=== design 1 ===
Design 1, clock distribution:
Scale: 6 px per um.
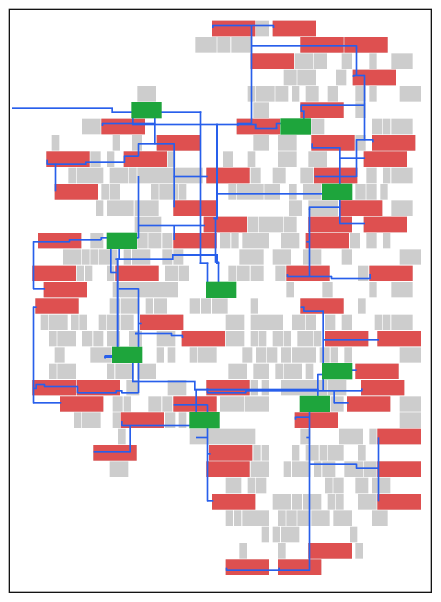
Design 1, wiring by layer:
Scale: 6 px per um. Only two layers are drawn.
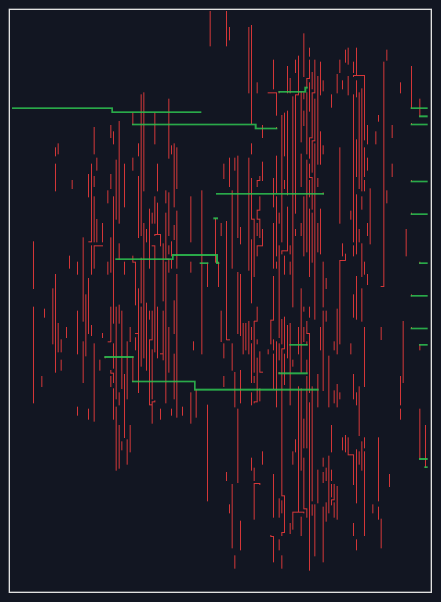
`src/rtl/n8_pkg.sv`:
```
// Shared definitions for the N8 controller reader: button bit positions and poll FSM states.
// Bit positions follow the order the controller shifts its buttons out.
package n8_pkg;

  localparam int BTN_A      = 0;
  localparam int BTN_B      = 1;
  localparam int BTN_SELECT = 2;
  localparam int BTN_START  = 3;
  localparam int BTN_UP     = 4;
  localparam int BTN_DOWN   = 5;
  localparam int BTN_LEFT   = 6;
  localparam int BTN_RIGHT  = 7;

  typedef enum logic [2:0] {
    IDLE,
    LATCH,
    WAIT_A,
    PULSE_HI,
    PULSE_LO,
    DONE
  } state_t;

endpackage

```
`src/rtl/n8_sync.sv`:
```
// Two-flop synchronizer for a single asynchronous bit; 2-cycle latency, no flow control.
// RESET_VAL sets the level both flops take during reset.
module n8_sync #(
  parameter logic RESET_VAL = 1'b1
) (
  input  logic clk,
  input  logic reset,
  input  logic d,
  output logic q
);

  logic meta;

  always_ff @(posedge clk) begin
    if (reset) begin
      meta <= RESET_VAL;
      q    <= RESET_VAL;
    end else begin
      meta <= d;
      q    <= meta;
    end
  end

endmodule

```
`src/rtl/n8_controller_reader.sv`:
```
// Polls an N8 serial controller once per POLL_CYCLES and registers its eight buttons (active high).
// Buttons and valid update one cycle after the DONE state, 17*HALF_CYCLES+1 cycles after latch rises; no backpressure.
module n8_controller_reader
  import n8_pkg::*;
#(
  parameter int HALF_CYCLES = 300,
  parameter int POLL_CYCLES = 833333
) (
  input  logic clk,
  input  logic reset,
  input  logic data_in,
  output logic latch,
  output logic pulse,
  output logic a,
  output logic b,
  output logic select,
  output logic start,
  output logic up,
  output logic down,
  output logic left,
  output logic right,
  output logic valid
);

  localparam int PW = $clog2(POLL_CYCLES);
  localparam int CW = $clog2(2 * HALF_CYCLES);
  localparam logic [PW-1:0] POLL_LAST  = PW'(POLL_CYCLES - 1);
  localparam logic [CW-1:0] LATCH_LAST = CW'(2 * HALF_CYCLES - 1);
  localparam logic [CW-1:0] HALF_LAST  = CW'(HALF_CYCLES - 1);

  state_t        state, state_n;
  logic [PW-1:0] poll_cnt;
  logic [CW-1:0] phase;
  logic [2:0]    idx;
  logic [7:0]    shift;
  logic [7:0]    btn;
  logic          data_sync;
  logic          start_req;
  logic          sample;

  n8_sync #(.RESET_VAL(1'b1)) u_sync (
    .clk   (clk),
    .reset (reset),
    .d     (data_in),
    .q     (data_sync)
  );

  assign start_req = (poll_cnt == POLL_LAST);

  always_comb begin
    state_n = state;
    sample  = 1'b0;
    case (state)
      IDLE:     if (start_req) state_n = LATCH;
      LATCH:    if (phase == LATCH_LAST) state_n = WAIT_A;
      WAIT_A: begin
        if (phase == HALF_LAST) begin
          state_n = PULSE_HI;
          sample  = 1'b1;
        end
      end
      PULSE_HI: if (phase == HALF_LAST) state_n = PULSE_LO;
      PULSE_LO: begin
        if (phase == HALF_LAST) begin
          state_n = (idx == 3'd7) ? DONE : PULSE_HI;
          sample  = 1'b1;
        end
      end
      DONE:     state_n = IDLE;
      default:  state_n = IDLE;
    endcase
  end

  always_ff @(posedge clk) begin
    if (reset) begin
      state    <= IDLE;
      poll_cnt <= '0;
      phase    <= '0;
      idx      <= '0;
      shift    <= '0;
      btn      <= '0;
      latch    <= 1'b0;
      pulse    <= 1'b0;
      valid    <= 1'b0;
    end else begin
      // Free-running poll timer; a wrap seen outside IDLE is simply lost.
      poll_cnt <= start_req ? '0 : poll_cnt + PW'(1);
      state    <= state_n;
      phase    <= (state_n != state || state == IDLE) ? '0 : phase + CW'(1);
      // Strobes are registered from the next state so they are glitch-free and aligned with it.
      latch    <= (state_n == LATCH);
      pulse    <= (state_n == PULSE_HI);
      valid    <= (state == DONE);

      if (sample) begin
        if (state == WAIT_A) begin
          shift[BTN_A] <= ~data_sync;
          idx          <= 3'd1;
        end else begin
          shift[idx] <= ~data_sync;
          idx        <= idx + 3'd1;
        end
      end

      if (state == DONE) btn <= shift;
    end
  end

  assign a      = btn[BTN_A];
  assign b      = btn[BTN_B];
  assign select = btn[BTN_SELECT];
  assign start  = btn[BTN_START];
  assign up     = btn[BTN_UP];
  assign down   = btn[BTN_DOWN];
  assign left   = btn[BTN_LEFT];
  assign right  = btn[BTN_RIGHT];

endmodule

```
`config.mk`:
```
export PLATFORM = sky130hd
export DESIGN_NAME = n8_controller_reader
export DESIGN_NICKNAME = d
export VERILOG_FILES = /design/src/rtl/n8_pkg.sv /design/src/rtl/n8_sync.sv /design/src/rtl/n8_controller_reader.sv
export SDC_FILE = /design/constraint.sdc
export NUM_CORES = 1
export LEC_CHECK = 0
export CORE_ASPECT_RATIO = 1.4
export CORE_MARGIN = 1.5
export CORE_UTILIZATION = 40
export DETAILED_ROUTE_END_ITERATION = 16
export GPL_TIMING_DRIVEN = 0
export PLACE_DENSITY = 0.65
export SYNTH_ARGS = -nofsm -noshare
export SYNTH_HDL_FRONTEND = slang
export SYNTH_HIERARCHICAL = 1
export SYNTH_SLANG_ARGS = --single-unit
```
`constraint.sdc`:
```
create_clock -name clk -period 3 [get_ports clk]
set_input_delay 0.3 -clock clk [delete_from_list [all_inputs] [get_ports clk]]
set_output_delay 0.3 -clock clk [all_outputs]
set_load 0.02 [all_outputs]
```
==> job_summary.md <==
### Flow metrics

| Metric | Value |
|---|---|
| First-pass GRT wire length | 8.32 mm |
| Reg clk slew, reported paths | around 0.07 ns |
| Diode count | 0 |
| Met1 Resource Use GR | 0.172 |
| Min-delay src | u_sync/meta$_SDFF_PP1_ |
| Worst Path Max Fanout | 9 |
| Status | completed |
| Post-CTS Resized | 0 |
| Final worst path period need | 2.18 ns |
| Row count | 34 |
| Area Overhead vs Synth | 18.4% |
| Worst slew pin tran | 0.952 ns |
| Dpl hpwl | 3.35 mm |
| Fmax achieved | around 460 MHz |
| Final ANT Viol Nets | 0 |
| Met1 WL | 2.14 mm |
| Top area cell types | dfxtp_1, nor2_1, nand3_1, xnor2_1, nand2_1 |
| Fraction of layout cells with a size suffix above 1 | 0.102 |
| Drt initial violations | around 140 |
| CTS tree | done |
Notes on 'clock distribution' of design 1 above:
Red marks flip-flops, count 57. Blue marks clock wires, length 766 um. Green marks clock drivers, count 9.
Position of the flops: widely spread.
P_clk: 0.000878 W
Late-Pin Clk Latency: 0.34 ns
Fin Clk Skew: 0.00894 ns
Clk network pwr share: 0.519

Notes on 'wiring by layer' of design 1 above:
Red marks metal 2, wire length 2340 um. Green marks metal 3, wire length 164 um.
GR Util All Layers: 0.152
drt total wl: 4.70 mm
vias post-DR: 2001
Avg WL per Cell: 12.2 um

==> logic make-up (layout without fill, tap and decap cells) <==
| group | count (synthesis) | after routing | share of synthesized area |
|---|---|---|---|
| DFF | 57 | 57 | 0.453 |
| adders and majority gates | 5 | 5 | 0.0248 |
| and+or+nand+nor | 133 | 133 | 0.275 |
| xor gates and xnor gates | 25 | 25 | 0.0868 |
| buffers and inverters | 22 | 51 | 0.0402 |
| AOI/OAI and AO/OA | 43 | 43 | 0.121 |
==> cell type report <==
cell class / count / area, um^2
Fill cell: 579 / 3180
Multi-Input combinational cell: 206 / 1280
Sequential cell: 57 / 1140
Clock buffer: 10 / 138
Timing Repair Buffer: 13 / 130
Clock inverter: 6 / 105
Tap cell: 72 / 90.1
Buffer: 11 / 60.1
Inverter: 11 / 41.3
==> power breakdown <==
group | total (W) | switching (W) | internal (W)
registers | 0.000769 | 0.00000616 | 0.000763
clock network | 0.000878 | 0.000308 | 0.000570
logic | 0.0000424 | 0.0000259 | 0.0000166
==> flip-flops by register name (all words and copies together) (netlist names), 3 cells and up <==
register and cells:
phase 10, poll_cnt 20, btn 8, shift 8, idx 3, state 3

=== design 2 ===
Design 2, congestion heat map:
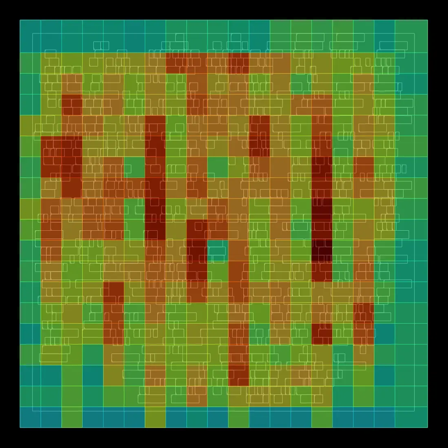
Design 2, power grid:
Scale: 3 px per um. Pins as bars on the die edge.
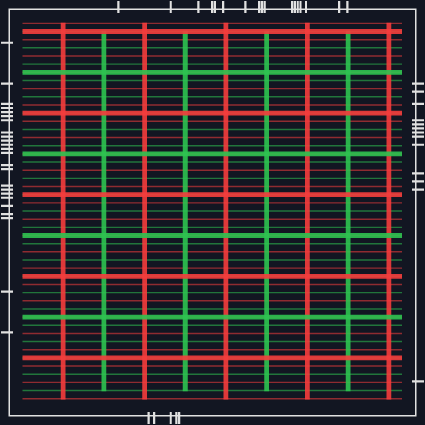
$ cat src/rtl/alu_exec_unit_if.sv
// Handshake bundle between register-read and the execute ALU.
// master drives op/ctrl/flush; slave returns ready/result/flags.
interface alu_exec_unit_if #(
  parameter int DATA_W = 16
);
  logic              in_valid;
  logic              in_ready;
  logic [2:0]        alu_ctrl;
  logic [DATA_W-1:0] op_a;
  logic [DATA_W-1:0] op_b;
  logic              flush;
  logic              out_valid;
  logic [DATA_W-1:0] result;
  logic              zero;
  logic              err;
`ifdef ALU_MUL_HI_EN
  logic [DATA_W-1:0] result_hi;

  modport master (
    output in_valid, alu_ctrl, op_a, op_b, flush,
    input  in_ready, out_valid, result, zero, err,
    input  result_hi
  );

  modport slave (
    input  in_valid, alu_ctrl, op_a, op_b, flush,
    output in_ready, out_valid, result, zero, err,
    output result_hi
  );
`else
  modport master (
    output in_valid, alu_ctrl, op_a, op_b, flush,
    input  in_ready, out_valid, result, zero, err
  );

  modport slave (
    input  in_valid, alu_ctrl, op_a, op_b, flush,
    output in_ready, out_valid, result, zero, err
  );
`endif
endinterface

$ cat src/rtl/alu_exec_unit.sv
// Execute ALU: 1-cycle add/sub/and/or/shl, DATA_W-cycle shift-add mul.
// Ports: clk, rst_n (async low), bus (slave). ALU_MUL_HI_EN adds result_hi.
module alu_exec_unit #(
  parameter int DATA_W = 16,
  parameter int CNT_W  = 4
) (
  input  logic           clk,
  input  logic           rst_n,
  alu_exec_unit_if.slave bus
);

`ifdef ALU_MUL_HI_EN
  localparam int AW = 2 * DATA_W;
`else
  localparam int AW = DATA_W;
`endif

  typedef enum logic {
    IDLE,
    MUL
  } state_t;

  state_t state, state_nxt;

  logic [AW-1:0]     acc;
  logic [AW-1:0]     acc_nxt;
  logic [AW-1:0]     mcand;
  logic [DATA_W-1:0] mplier;
  logic [CNT_W-1:0]  cnt;
  logic              last;
  logic              accept;
  logic              is_mul;
  logic [DATA_W-1:0] simple_res;
  logic              illegal;

  logic              out_valid_q;
  logic [DATA_W-1:0] result_q;
  logic              zero_q;
  logic              err_q;

  assign bus.in_ready  = (state == IDLE);
  assign bus.out_valid = out_valid_q;
  assign bus.result    = result_q;
  assign bus.zero      = zero_q;
  assign bus.err       = err_q;

  assign accept = bus.in_valid & bus.in_ready;
  assign is_mul = (bus.alu_ctrl == 3'b101);
  assign last   = (cnt == CNT_W'(DATA_W - 1));

  // Iteration add folded in so the final add lands in the result.
  assign acc_nxt = mplier[0] ? acc + mcand : acc;

  always_comb begin
    simple_res = '0;
    illegal    = 1'b0;
    case (bus.alu_ctrl)
      3'b000: simple_res = bus.op_a + bus.op_b;
      3'b001: simple_res = bus.op_a - bus.op_b;
      3'b010: simple_res = bus.op_a & bus.op_b;
      3'b011: simple_res = bus.op_a | bus.op_b;
      3'b100: simple_res = bus.op_a << bus.op_b[3:0];
      3'b101: simple_res = '0;
      default: illegal = 1'b1;
    endcase
  end

  always_ff @(posedge clk or negedge rst_n) begin
    if (!rst_n) state <= IDLE;
    else        state <= state_nxt;
  end

  always_comb begin
    state_nxt = state;
    unique case (state)
      IDLE: if (accept && is_mul) state_nxt = MUL;
      MUL:  if (bus.flush || last) state_nxt = IDLE;
    endcase
  end

`ifdef ALU_MUL_HI_EN
  logic [DATA_W-1:0] result_hi_q;
  assign bus.result_hi = result_hi_q;

  always_ff @(posedge clk or negedge rst_n) begin
    if (!rst_n) begin
      result_hi_q <= '0;
    end else if (state == IDLE) begin
      if (accept && !is_mul) result_hi_q <= '0;
    end else if (!bus.flush && last) begin
      result_hi_q <= acc_nxt[AW-1:DATA_W];
    end
  end
`endif

  always_ff @(posedge clk or negedge rst_n) begin
    if (!rst_n) begin
      out_valid_q <= 1'b0;
      result_q    <= '0;
      zero_q      <= 1'b0;
      err_q       <= 1'b0;
      acc         <= '0;
      mcand       <= '0;
      mplier      <= '0;
      cnt         <= '0;
    end else begin
      out_valid_q <= 1'b0;
      unique case (state)
        IDLE: begin
          if (accept) begin
            if (is_mul) begin
              mcand  <= AW'(bus.op_a);
              mplier <= bus.op_b;
              acc    <= '0;
              cnt    <= '0;
            end else begin
              result_q    <= simple_res;
              zero_q      <= (simple_res == '0);
              err_q       <= illegal;
              out_valid_q <= 1'b1;
            end
          end
        end
        MUL: begin
          // Flush drops the mul; visible outputs keep the last completion.
          if (!bus.flush) begin
            acc    <= acc_nxt;
            mcand  <= mcand << 1;
            mplier <= mplier >> 1;
            cnt    <= cnt + CNT_W'(1);
            if (last) begin
              result_q    <= acc_nxt[DATA_W-1:0];
              zero_q      <= (acc_nxt[DATA_W-1:0] == '0);
              err_q       <= 1'b0;
              out_valid_q <= 1'b1;
            end
          end
        end
      endcase
    end
  end

endmodule

$ cat src/flat_wrapper.sv
// flat-port wrapper written by rule: the top's interface ports become plain ports
module alu_exec_unit_flat 
#(
  parameter int DATA_W = 16,
  parameter int CNT_W  = 4
)
  (clk, rst_n, bus_in_valid, bus_alu_ctrl, bus_op_a, bus_op_b, bus_flush, bus_in_ready, bus_out_valid, bus_result, bus_zero, bus_err);
  alu_exec_unit_if #(.DATA_W(DATA_W)) bus_i ();
  input  logic clk;
  input  logic rst_n;
  input wire logic [$bits(bus_i.in_valid)-1:0] bus_in_valid;
  input wire logic [$bits(bus_i.alu_ctrl)-1:0] bus_alu_ctrl;
  input wire logic [$bits(bus_i.op_a)-1:0] bus_op_a;
  input wire logic [$bits(bus_i.op_b)-1:0] bus_op_b;
  input wire logic [$bits(bus_i.flush)-1:0] bus_flush;
  output wire logic [$bits(bus_i.in_ready)-1:0] bus_in_ready;
  output wire logic [$bits(bus_i.out_valid)-1:0] bus_out_valid;
  output wire logic [$bits(bus_i.result)-1:0] bus_result;
  output wire logic [$bits(bus_i.zero)-1:0] bus_zero;
  output wire logic [$bits(bus_i.err)-1:0] bus_err;
  assign bus_i.in_valid = bus_in_valid;
  assign bus_i.alu_ctrl = bus_alu_ctrl;
  assign bus_i.op_a = bus_op_a;
  assign bus_i.op_b = bus_op_b;
  assign bus_i.flush = bus_flush;
  assign bus_in_ready = bus_i.in_ready;
  assign bus_out_valid = bus_i.out_valid;
  assign bus_result = bus_i.result;
  assign bus_zero = bus_i.zero;
  assign bus_err = bus_i.err;
  alu_exec_unit #(.DATA_W(DATA_W), .CNT_W(CNT_W)) u_core (.clk(clk), .rst_n(rst_n), .bus(bus_i));
endmodule
$ cat config.mk
export PLATFORM = sky130hd
export DESIGN_NAME = alu_exec_unit_flat
export DESIGN_NICKNAME = d
export VERILOG_FILES = /design/src/rtl/alu_exec_unit_if.sv /design/src/rtl/alu_exec_unit.sv /design/src/flat_wrapper.sv
export SDC_FILE = /design/constraint.sdc
export NUM_CORES = 1
export LEC_CHECK = 0
export CORE_MARGIN = 4
export CORE_UTILIZATION = 40
export CTS_CLUSTER_SIZE = 16
export DETAILED_ROUTE_END_ITERATION = 10
export DONT_BUFFER_PORTS = 1
export PLACE_DENSITY_LB_ADDON = 0.1
export SYNTH_ARGS = -nofsm -noshare
export SYNTH_HDL_FRONTEND = slang
export SYNTH_SLANG_ARGS = --single-unit
$ cat constraint.sdc
create_clock -name clk -period 2.9 [get_ports clk]
set_input_delay 0.725 -clock clk [delete_from_list [all_inputs] [get_ports clk]]
set_output_delay 0.725 -clock clk [all_outputs]
set_load 0.005 [all_outputs]
==> job_summary.md <==
### Flow metrics

| Metric | Value |
|---|---|
| Grt met2 use | 0.394 |
| Asr flop ratio synth | 1.00 |
| Fillers | between 1500 and 2000 |
| Internal power | about 0.0029 W |
| Critical path required time | about 3.1 ns |
| Final worst slack | -0.456 ns |
| Worst reg2reg endpoint | u_core.bus.result[14]$_DFFE_PN0P_ |
| Logic area | around 0.0046 mm^2 |
| Synth Instances | 751 |
| Worst Hold Class | input port to async pin |
| First-pass GRT wire length | around 34 mm |
| Status | complete, but fails checks |
| Via-to-Cell Ratio | 5.77 |
| Top Metal Used | met4 |
| Violated checks | setup timing |
| Vias in the first global route | about 6000 |
| Fraction of layout cells with a size suffix above 1 | 0.242 |
| Critical Path Sink | u_core.bus.result[13]$_DFFE_PN0P_ |
| OpenROAD warning count | 32 |
| Fin. Hold Viols | 0 |
| Final setup viols | 10 |
Notes on 'congestion heat map' of design 2 above:
GR Util All Layers: 0.240
met3 Track Usage GR: 0.0585
final core occ: 0.497
met1 Resource Use GR: 0.309

Notes on 'power grid' of design 2 above:
Green marks VDD. Red marks VSS.
59 signal pins sit on the boundary. The core has 46 rows. 47 met1 rails follow the rows.
die height: 135 um
maximum VDD drop: 0.297 mV
core area: 0.0158 mm^2
die width: 135 um

cells by family after synthesis:
family                     Yosys count  synth area share
DFF                                 72             0.279
buffers and inverters               66            0.0450
AOI/OAI and AO/OA                  229             0.241
adders and majority gates           47            0.0896
muxes                               77             0.133
and+or+nand+nor                    227             0.168
xor gates and xnor gates            33            0.0448
power by group through the flow:
stage	registers, W	clock network [W]	logic (W)
after floorplan	0.00139	0	0.00134
after global placement	0.00148	0	0.00189
after detailed placement	0.00148	0	0.00192
after CTS	0.00147	0.00116	0.00195
after global routing	0.00150	0.00120	0.00223
final	0.00147	0.00113	0.00203
critical path: cells and delay by family:
| kind | cells | cell delay [ns] |
|---|---|---|
| adder cells (fa/ha/maj) | 1 | 0.26 |
| XOR/XNOR | 1 | 0.16 |
| multiplexers | 2 | 0.51 |
| AND-OR/OR-AND | 4 | 0.92 |
| AND/OR/NAND/NOR | 6 | 1.01 |
repair_timing:
item                                    4_1_cts  5_1_grt
setup buffers                                 3        6
gates cloned                                  0        0
pin swaps                                     9       11
gates resized                                13       28
endpoints found under the setup margin       11       13

=== design 3 ===
==> src/rtl/enemy_spawn_sched.sv <==
// Enemy spawn scheduler: paces spawns into a fixed pool of sprite slots, tracks live slots,
// counts kills and raises difficulty by shortening the spawn period.
`ifndef GAME_STATUS_BIT_LEN
`define GAME_STATUS_BIT_LEN 3
`endif

module enemy_spawn_sched #(
    parameter int unsigned SLOTS           = 4,
    parameter int unsigned SPAWN_PERIOD    = 64,
    parameter int unsigned PERIOD_STEP     = 8,
    parameter int unsigned PERIOD_MIN      = 16,
    parameter int unsigned KILLS_PER_LEVEL = 16,
    parameter int unsigned X_MAX           = 600,
    parameter logic [9:0]  LFSR_SEED       = 10'h1A5,
    localparam int unsigned SLOT_W         = $clog2(SLOTS)
) (
    input  logic                            clk_vga,
    input  logic                            rst,
    input  logic [`GAME_STATUS_BIT_LEN-1:0] game_status_i,
    input  logic                            frame_tick_i,
    input  logic                            kill_valid_i,
    input  logic [SLOT_W-1:0]               kill_slot_i,
    input  logic [SLOTS-1:0]                offscreen_i,
    output logic                            spawn_valid_o,
    output logic [SLOT_W-1:0]               spawn_slot_o,
    output logic [9:0]                      spawn_x_o,
    input  logic                            spawn_ready_i,
    output logic [SLOTS-1:0]                slot_active_o,
    output logic [15:0]                     kill_count_o,
    output logic [3:0]                      level_o
);

    typedef enum logic [`GAME_STATUS_BIT_LEN-1:0] {
        GsPause  = `GAME_STATUS_BIT_LEN'(0),
        GsRun    = `GAME_STATUS_BIT_LEN'(1),
        GsPrerun = `GAME_STATUS_BIT_LEN'(2),
        GsOver   = `GAME_STATUS_BIT_LEN'(3)
    } game_status_e;

    logic [7:0]        frame_cnt_q, frame_cnt_d;
    logic [7:0]        period_q, period_d;
    logic [9:0]        lfsr_q, lfsr_d;
    logic              spawn_valid_q, spawn_valid_d;
    logic [SLOT_W-1:0] spawn_slot_q, spawn_slot_d;
    logic [9:0]        spawn_x_q, spawn_x_d;
    logic [SLOTS-1:0]  slot_active_q, slot_active_d;
    logic [15:0]       kill_count_q, kill_count_d;
    logic [15:0]       lvl_kills_q, lvl_kills_d;
    logic [3:0]        level_q, level_d;

    game_status_e      status;
    logic              is_run;
    logic              is_live;
    logic              free_found;
    logic [SLOT_W-1:0] free_slot;
    logic [SLOTS-1:0]  kill_mask;
    logic [SLOTS-1:0]  clr_mask;
    logic              kill_hit;
    logic              handshake;
    logic              attempt;
    logic [9:0]        x_fold;

    assign status  = game_status_e'(game_status_i);
    assign is_run  = (status == GsRun);
    assign is_live = (status == GsRun) || (status == GsPause);

    // Lowest-index free slot: scanning downward lets the lowest match win.
    always_comb begin
        free_found = 1'b0;
        free_slot  = '0;
        for (int i = int'(SLOTS) - 1; i >= 0; i--) begin
            if (!slot_active_q[i]) begin
                free_found = 1'b1;
                free_slot  = SLOT_W'(i);
            end
        end
    end

    assign kill_mask = kill_valid_i ? (SLOTS'(1) << kill_slot_i) : '0;
    assign kill_hit  = |(kill_mask & slot_active_q);
    assign clr_mask  = (kill_mask | offscreen_i) & slot_active_q;
    assign handshake = spawn_valid_q && spawn_ready_i;
    assign x_fold    = (lfsr_q >= 10'(X_MAX)) ? (lfsr_q - 10'(X_MAX)) : lfsr_q;

    always_comb begin
        frame_cnt_d   = frame_cnt_q;
        period_d      = period_q;
        lfsr_d        = lfsr_q;
        spawn_valid_d = spawn_valid_q;
        spawn_slot_d  = spawn_slot_q;
        spawn_x_d     = spawn_x_q;
        slot_active_d = slot_active_q;
        kill_count_d  = kill_count_q;
        lvl_kills_d   = lvl_kills_q;
        level_d       = level_q;
        attempt       = 1'b0;

        if (status != GsPrerun) begin
            lfsr_d = {lfsr_q[8:0], lfsr_q[9] ^ lfsr_q[6]};
        end

        if (status == GsPrerun) begin
            frame_cnt_d   = '0;
            period_d      = 8'(SPAWN_PERIOD);
            spawn_valid_d = 1'b0;
            slot_active_d = '0;
            kill_count_d  = '0;
            lvl_kills_d   = '0;
            level_d       = '0;
        end else if (is_live) begin
            if (is_run && frame_tick_i) begin
                // >= so a period shortened below the running count wraps on the next tick
                if (frame_cnt_q >= period_q - 8'd1) begin
                    frame_cnt_d = '0;
                    attempt     = 1'b1;
                end else begin
                    frame_cnt_d = frame_cnt_q + 8'd1;
                end
            end

            if (attempt && !spawn_valid_q && free_found) begin
                spawn_valid_d = 1'b1;
                spawn_slot_d  = free_slot;
                spawn_x_d     = x_fold;
            end

            if (handshake) begin
                spawn_valid_d = 1'b0;
                slot_active_d = slot_active_q | (SLOTS'(1) << spawn_slot_q);
            end
            slot_active_d = slot_active_d & ~clr_mask;

            if (kill_hit && kill_count_q != 16'hFFFF) begin
                kill_count_d = kill_count_q + 16'd1;
                if (lvl_kills_q == 16'(KILLS_PER_LEVEL - 1)) begin
                    lvl_kills_d = '0;
                    if (level_q != 4'hF) begin
                        level_d = level_q + 4'd1;
                    end
                    if (32'(period_q) >= PERIOD_MIN + PERIOD_STEP) begin
                        period_d = period_q - 8'(PERIOD_STEP);
                    end else begin
                        period_d = 8'(PERIOD_MIN);
                    end
                end else begin
                    lvl_kills_d = lvl_kills_q + 16'd1;
                end
            end
        end else begin
            // OVER and undefined encodings: freeze everything, discard any pending spawn
            spawn_valid_d = 1'b0;
        end
    end

    always_ff @(posedge clk_vga or posedge rst) begin
        if (rst) begin
            frame_cnt_q   <= '0;
            period_q      <= 8'(SPAWN_PERIOD);
            lfsr_q        <= LFSR_SEED;
            spawn_valid_q <= 1'b0;
            spawn_slot_q  <= '0;
            spawn_x_q     <= '0;
            slot_active_q <= '0;
            kill_count_q  <= '0;
            lvl_kills_q   <= '0;
            level_q       <= '0;
        end else begin
            frame_cnt_q   <= frame_cnt_d;
            period_q      <= period_d;
            lfsr_q        <= lfsr_d;
            spawn_valid_q <= spawn_valid_d;
            spawn_slot_q  <= spawn_slot_d;
            spawn_x_q     <= spawn_x_d;
            slot_active_q <= slot_active_d;
            kill_count_q  <= kill_count_d;
            lvl_kills_q   <= lvl_kills_d;
            level_q       <= level_d;
        end
    end

    assign spawn_valid_o = spawn_valid_q;
    assign spawn_slot_o  = spawn_slot_q;
    assign spawn_x_o     = spawn_x_q;
    assign slot_active_o = slot_active_q;
    assign kill_count_o  = kill_count_q;
    assign level_o       = level_q;

endmodule

==> config.mk <==
export PLATFORM = sky130hd
export DESIGN_NAME = enemy_spawn_sched
export DESIGN_NICKNAME = d
export VERILOG_FILES = /design/src/rtl/enemy_spawn_sched.sv
export SDC_FILE = /design/constraint.sdc
export NUM_CORES = 1
export LEC_CHECK = 0
export CAP_MARGIN = 20
export CORE_MARGIN = 2
export CORE_UTILIZATION = 40
export CTS_CLUSTER_DIAMETER = 200
export CTS_CLUSTER_SIZE = 20
export DETAILED_ROUTE_END_ITERATION = 8
export GPL_TIMING_DRIVEN = 0
export PLACE_DENSITY = 0.66
export SYNTH_ARGS = -nofsm -noshare
export SYNTH_HDL_FRONTEND = slang
export SYNTH_SLANG_ARGS = --single-unit
export TNS_END_PERCENT = 100
==> constraint.sdc <==
create_clock -name clk_vga -period 5 [get_ports clk_vga]
set_input_delay 0.75 -clock clk_vga [delete_from_list [all_inputs] [get_ports clk_vga]]
set_output_delay 0.75 -clock clk_vga [all_outputs]
set_load 0.02 [all_outputs]
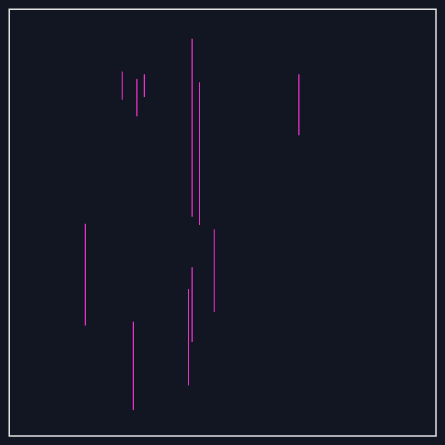
Design 3: the metal 4 layer
Scale: 4 px per um.
The layer carries 225 um of wire. The wires run mostly vertical. The layer holds 2.1% of the routed length. 8 nets have wire on it.
vias post-DR: 3688
drt total wl: 10.7 mm

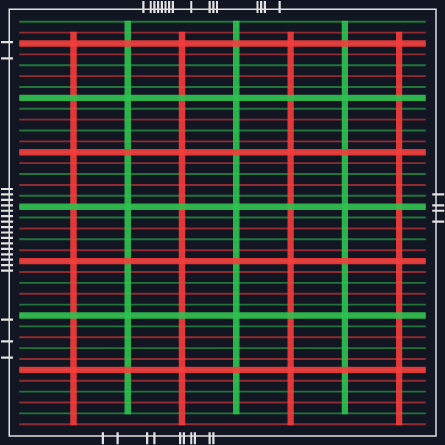
Design 3: power grid
Scale: 4 px per um. Pins as bars on the die edge.
Red marks VSS. Green marks VDD.
The core has 37 rows. 51 signal pins sit on the boundary.
die width: 106 um
core area: 0.0102 mm^2
maximum VDD drop: 0.204 mV
die height: 106 um

==> job_summary.md <==
### Flow metrics

| Metric | Value |
|---|---|
| Avg WL per Cell | around 16 um |
| Sw frac | 0.294 |
| Final worst path period need | a little over 3 ns |
| Post-CTS Resized | 0 |
| Net count, final | approximately 530 |
| Critical Path Sink | spawn_x_o[0]$_DFFE_PP0P_ |
| Met1 WL | roughly 4.9 mm |
| Logic share of the area | 0.416 |
| Drt initial violations | approximately 250 |
| Tap Cells | 136 |
| FF+latch area | 0.00191 mm^2 |
| Total of max-cap violations | 0 |
| Logic gate share of total power | 0.145 |
| GPL Wtd Cong | approximately 0.88 |
| Fin. Hold Viols | 0 |
| XOR Share, Synth | 0.0377 |
| Status | completed |
| Largest delay share family, worst path | simple AND/OR/NAND/NOR gates |
| Met1 Resource Use GR | 0.277 |
| Syn nets | approximately 470 |
-- worst min path at each step --
stage                                 end  slack, ns  depth (start not counted)
floorplan           lfsr_q[2]$_DFFE_PP1P_       0.44                          2
global placement    lfsr_q[2]$_DFFE_PP1P_       0.46                          2
detailed placement  lfsr_q[2]$_DFFE_PP1P_       0.46                          2
CTS                 lfsr_q[2]$_DFFE_PP1P_       0.47                          2
global route        lfsr_q[2]$_DFFE_PP1P_       0.49                          2
finish              lfsr_q[2]$_DFFE_PP1P_       0.46                          2
-- stage by stage --
stage,std cells,hold slack [ns],setup slack (ns),instance area (um^2)
after global routing,648,0.492,1.70,5070
after global placement,630,0.456,0.955,4860
after detailed placement,631,0.460,1.91,4890
after CTS,647,0.469,1.97,5060
final,648,0.464,1.95,5070
after floorplan,444,0.440,2.29,4190
-- worst min-delay path, delay by kind of cell, from the launching register on --
| family | cells | cell delay (ns) |
|---|---|---|
| AND/OR/NAND/NOR | 2 | 0.09 |
| flip-flops | 1 | 0.38 |
-- state kept, by name, summed over array words and instances (netlist names) --
register	cells
lfsr_q	10
spawn_slot_o	2
slot_active_o	4
spawn_x_o	10
frame_cnt_q	8
lvl_kills_q	16
spawn_valid_o	1
level_o	4
kill_count_o	16
period_q	5


==> notes/layouts.md <==
Pictures saved along the way, in no particular order.

Cell density map.
panel A
Scale: 2 px per um. The die is cut into 14 by 14 equal tiles; white is low, dark blue is high, 0 to 100% covered.
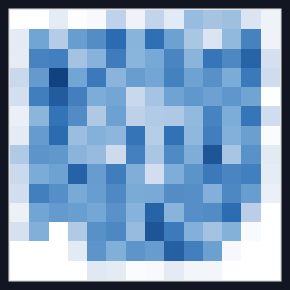
panel B
Scale: 2 px per um. The die is cut into 11 by 11 equal tiles; white is low, dark blue is high, 0 to 100% covered.
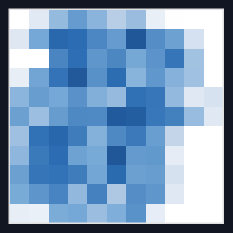
panel C
Scale: 3 px per um. The die is cut into 7 by 10 equal tiles; white is low, dark blue is high, 0 to 100% covered.
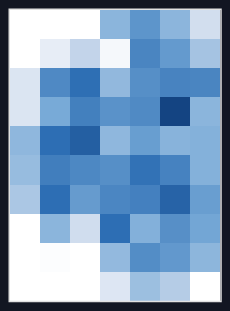
design 3: panel B
design 2: panel A
design 1: panel C

Power figures rest on the tool's default switching activity, not on a simulated workload.
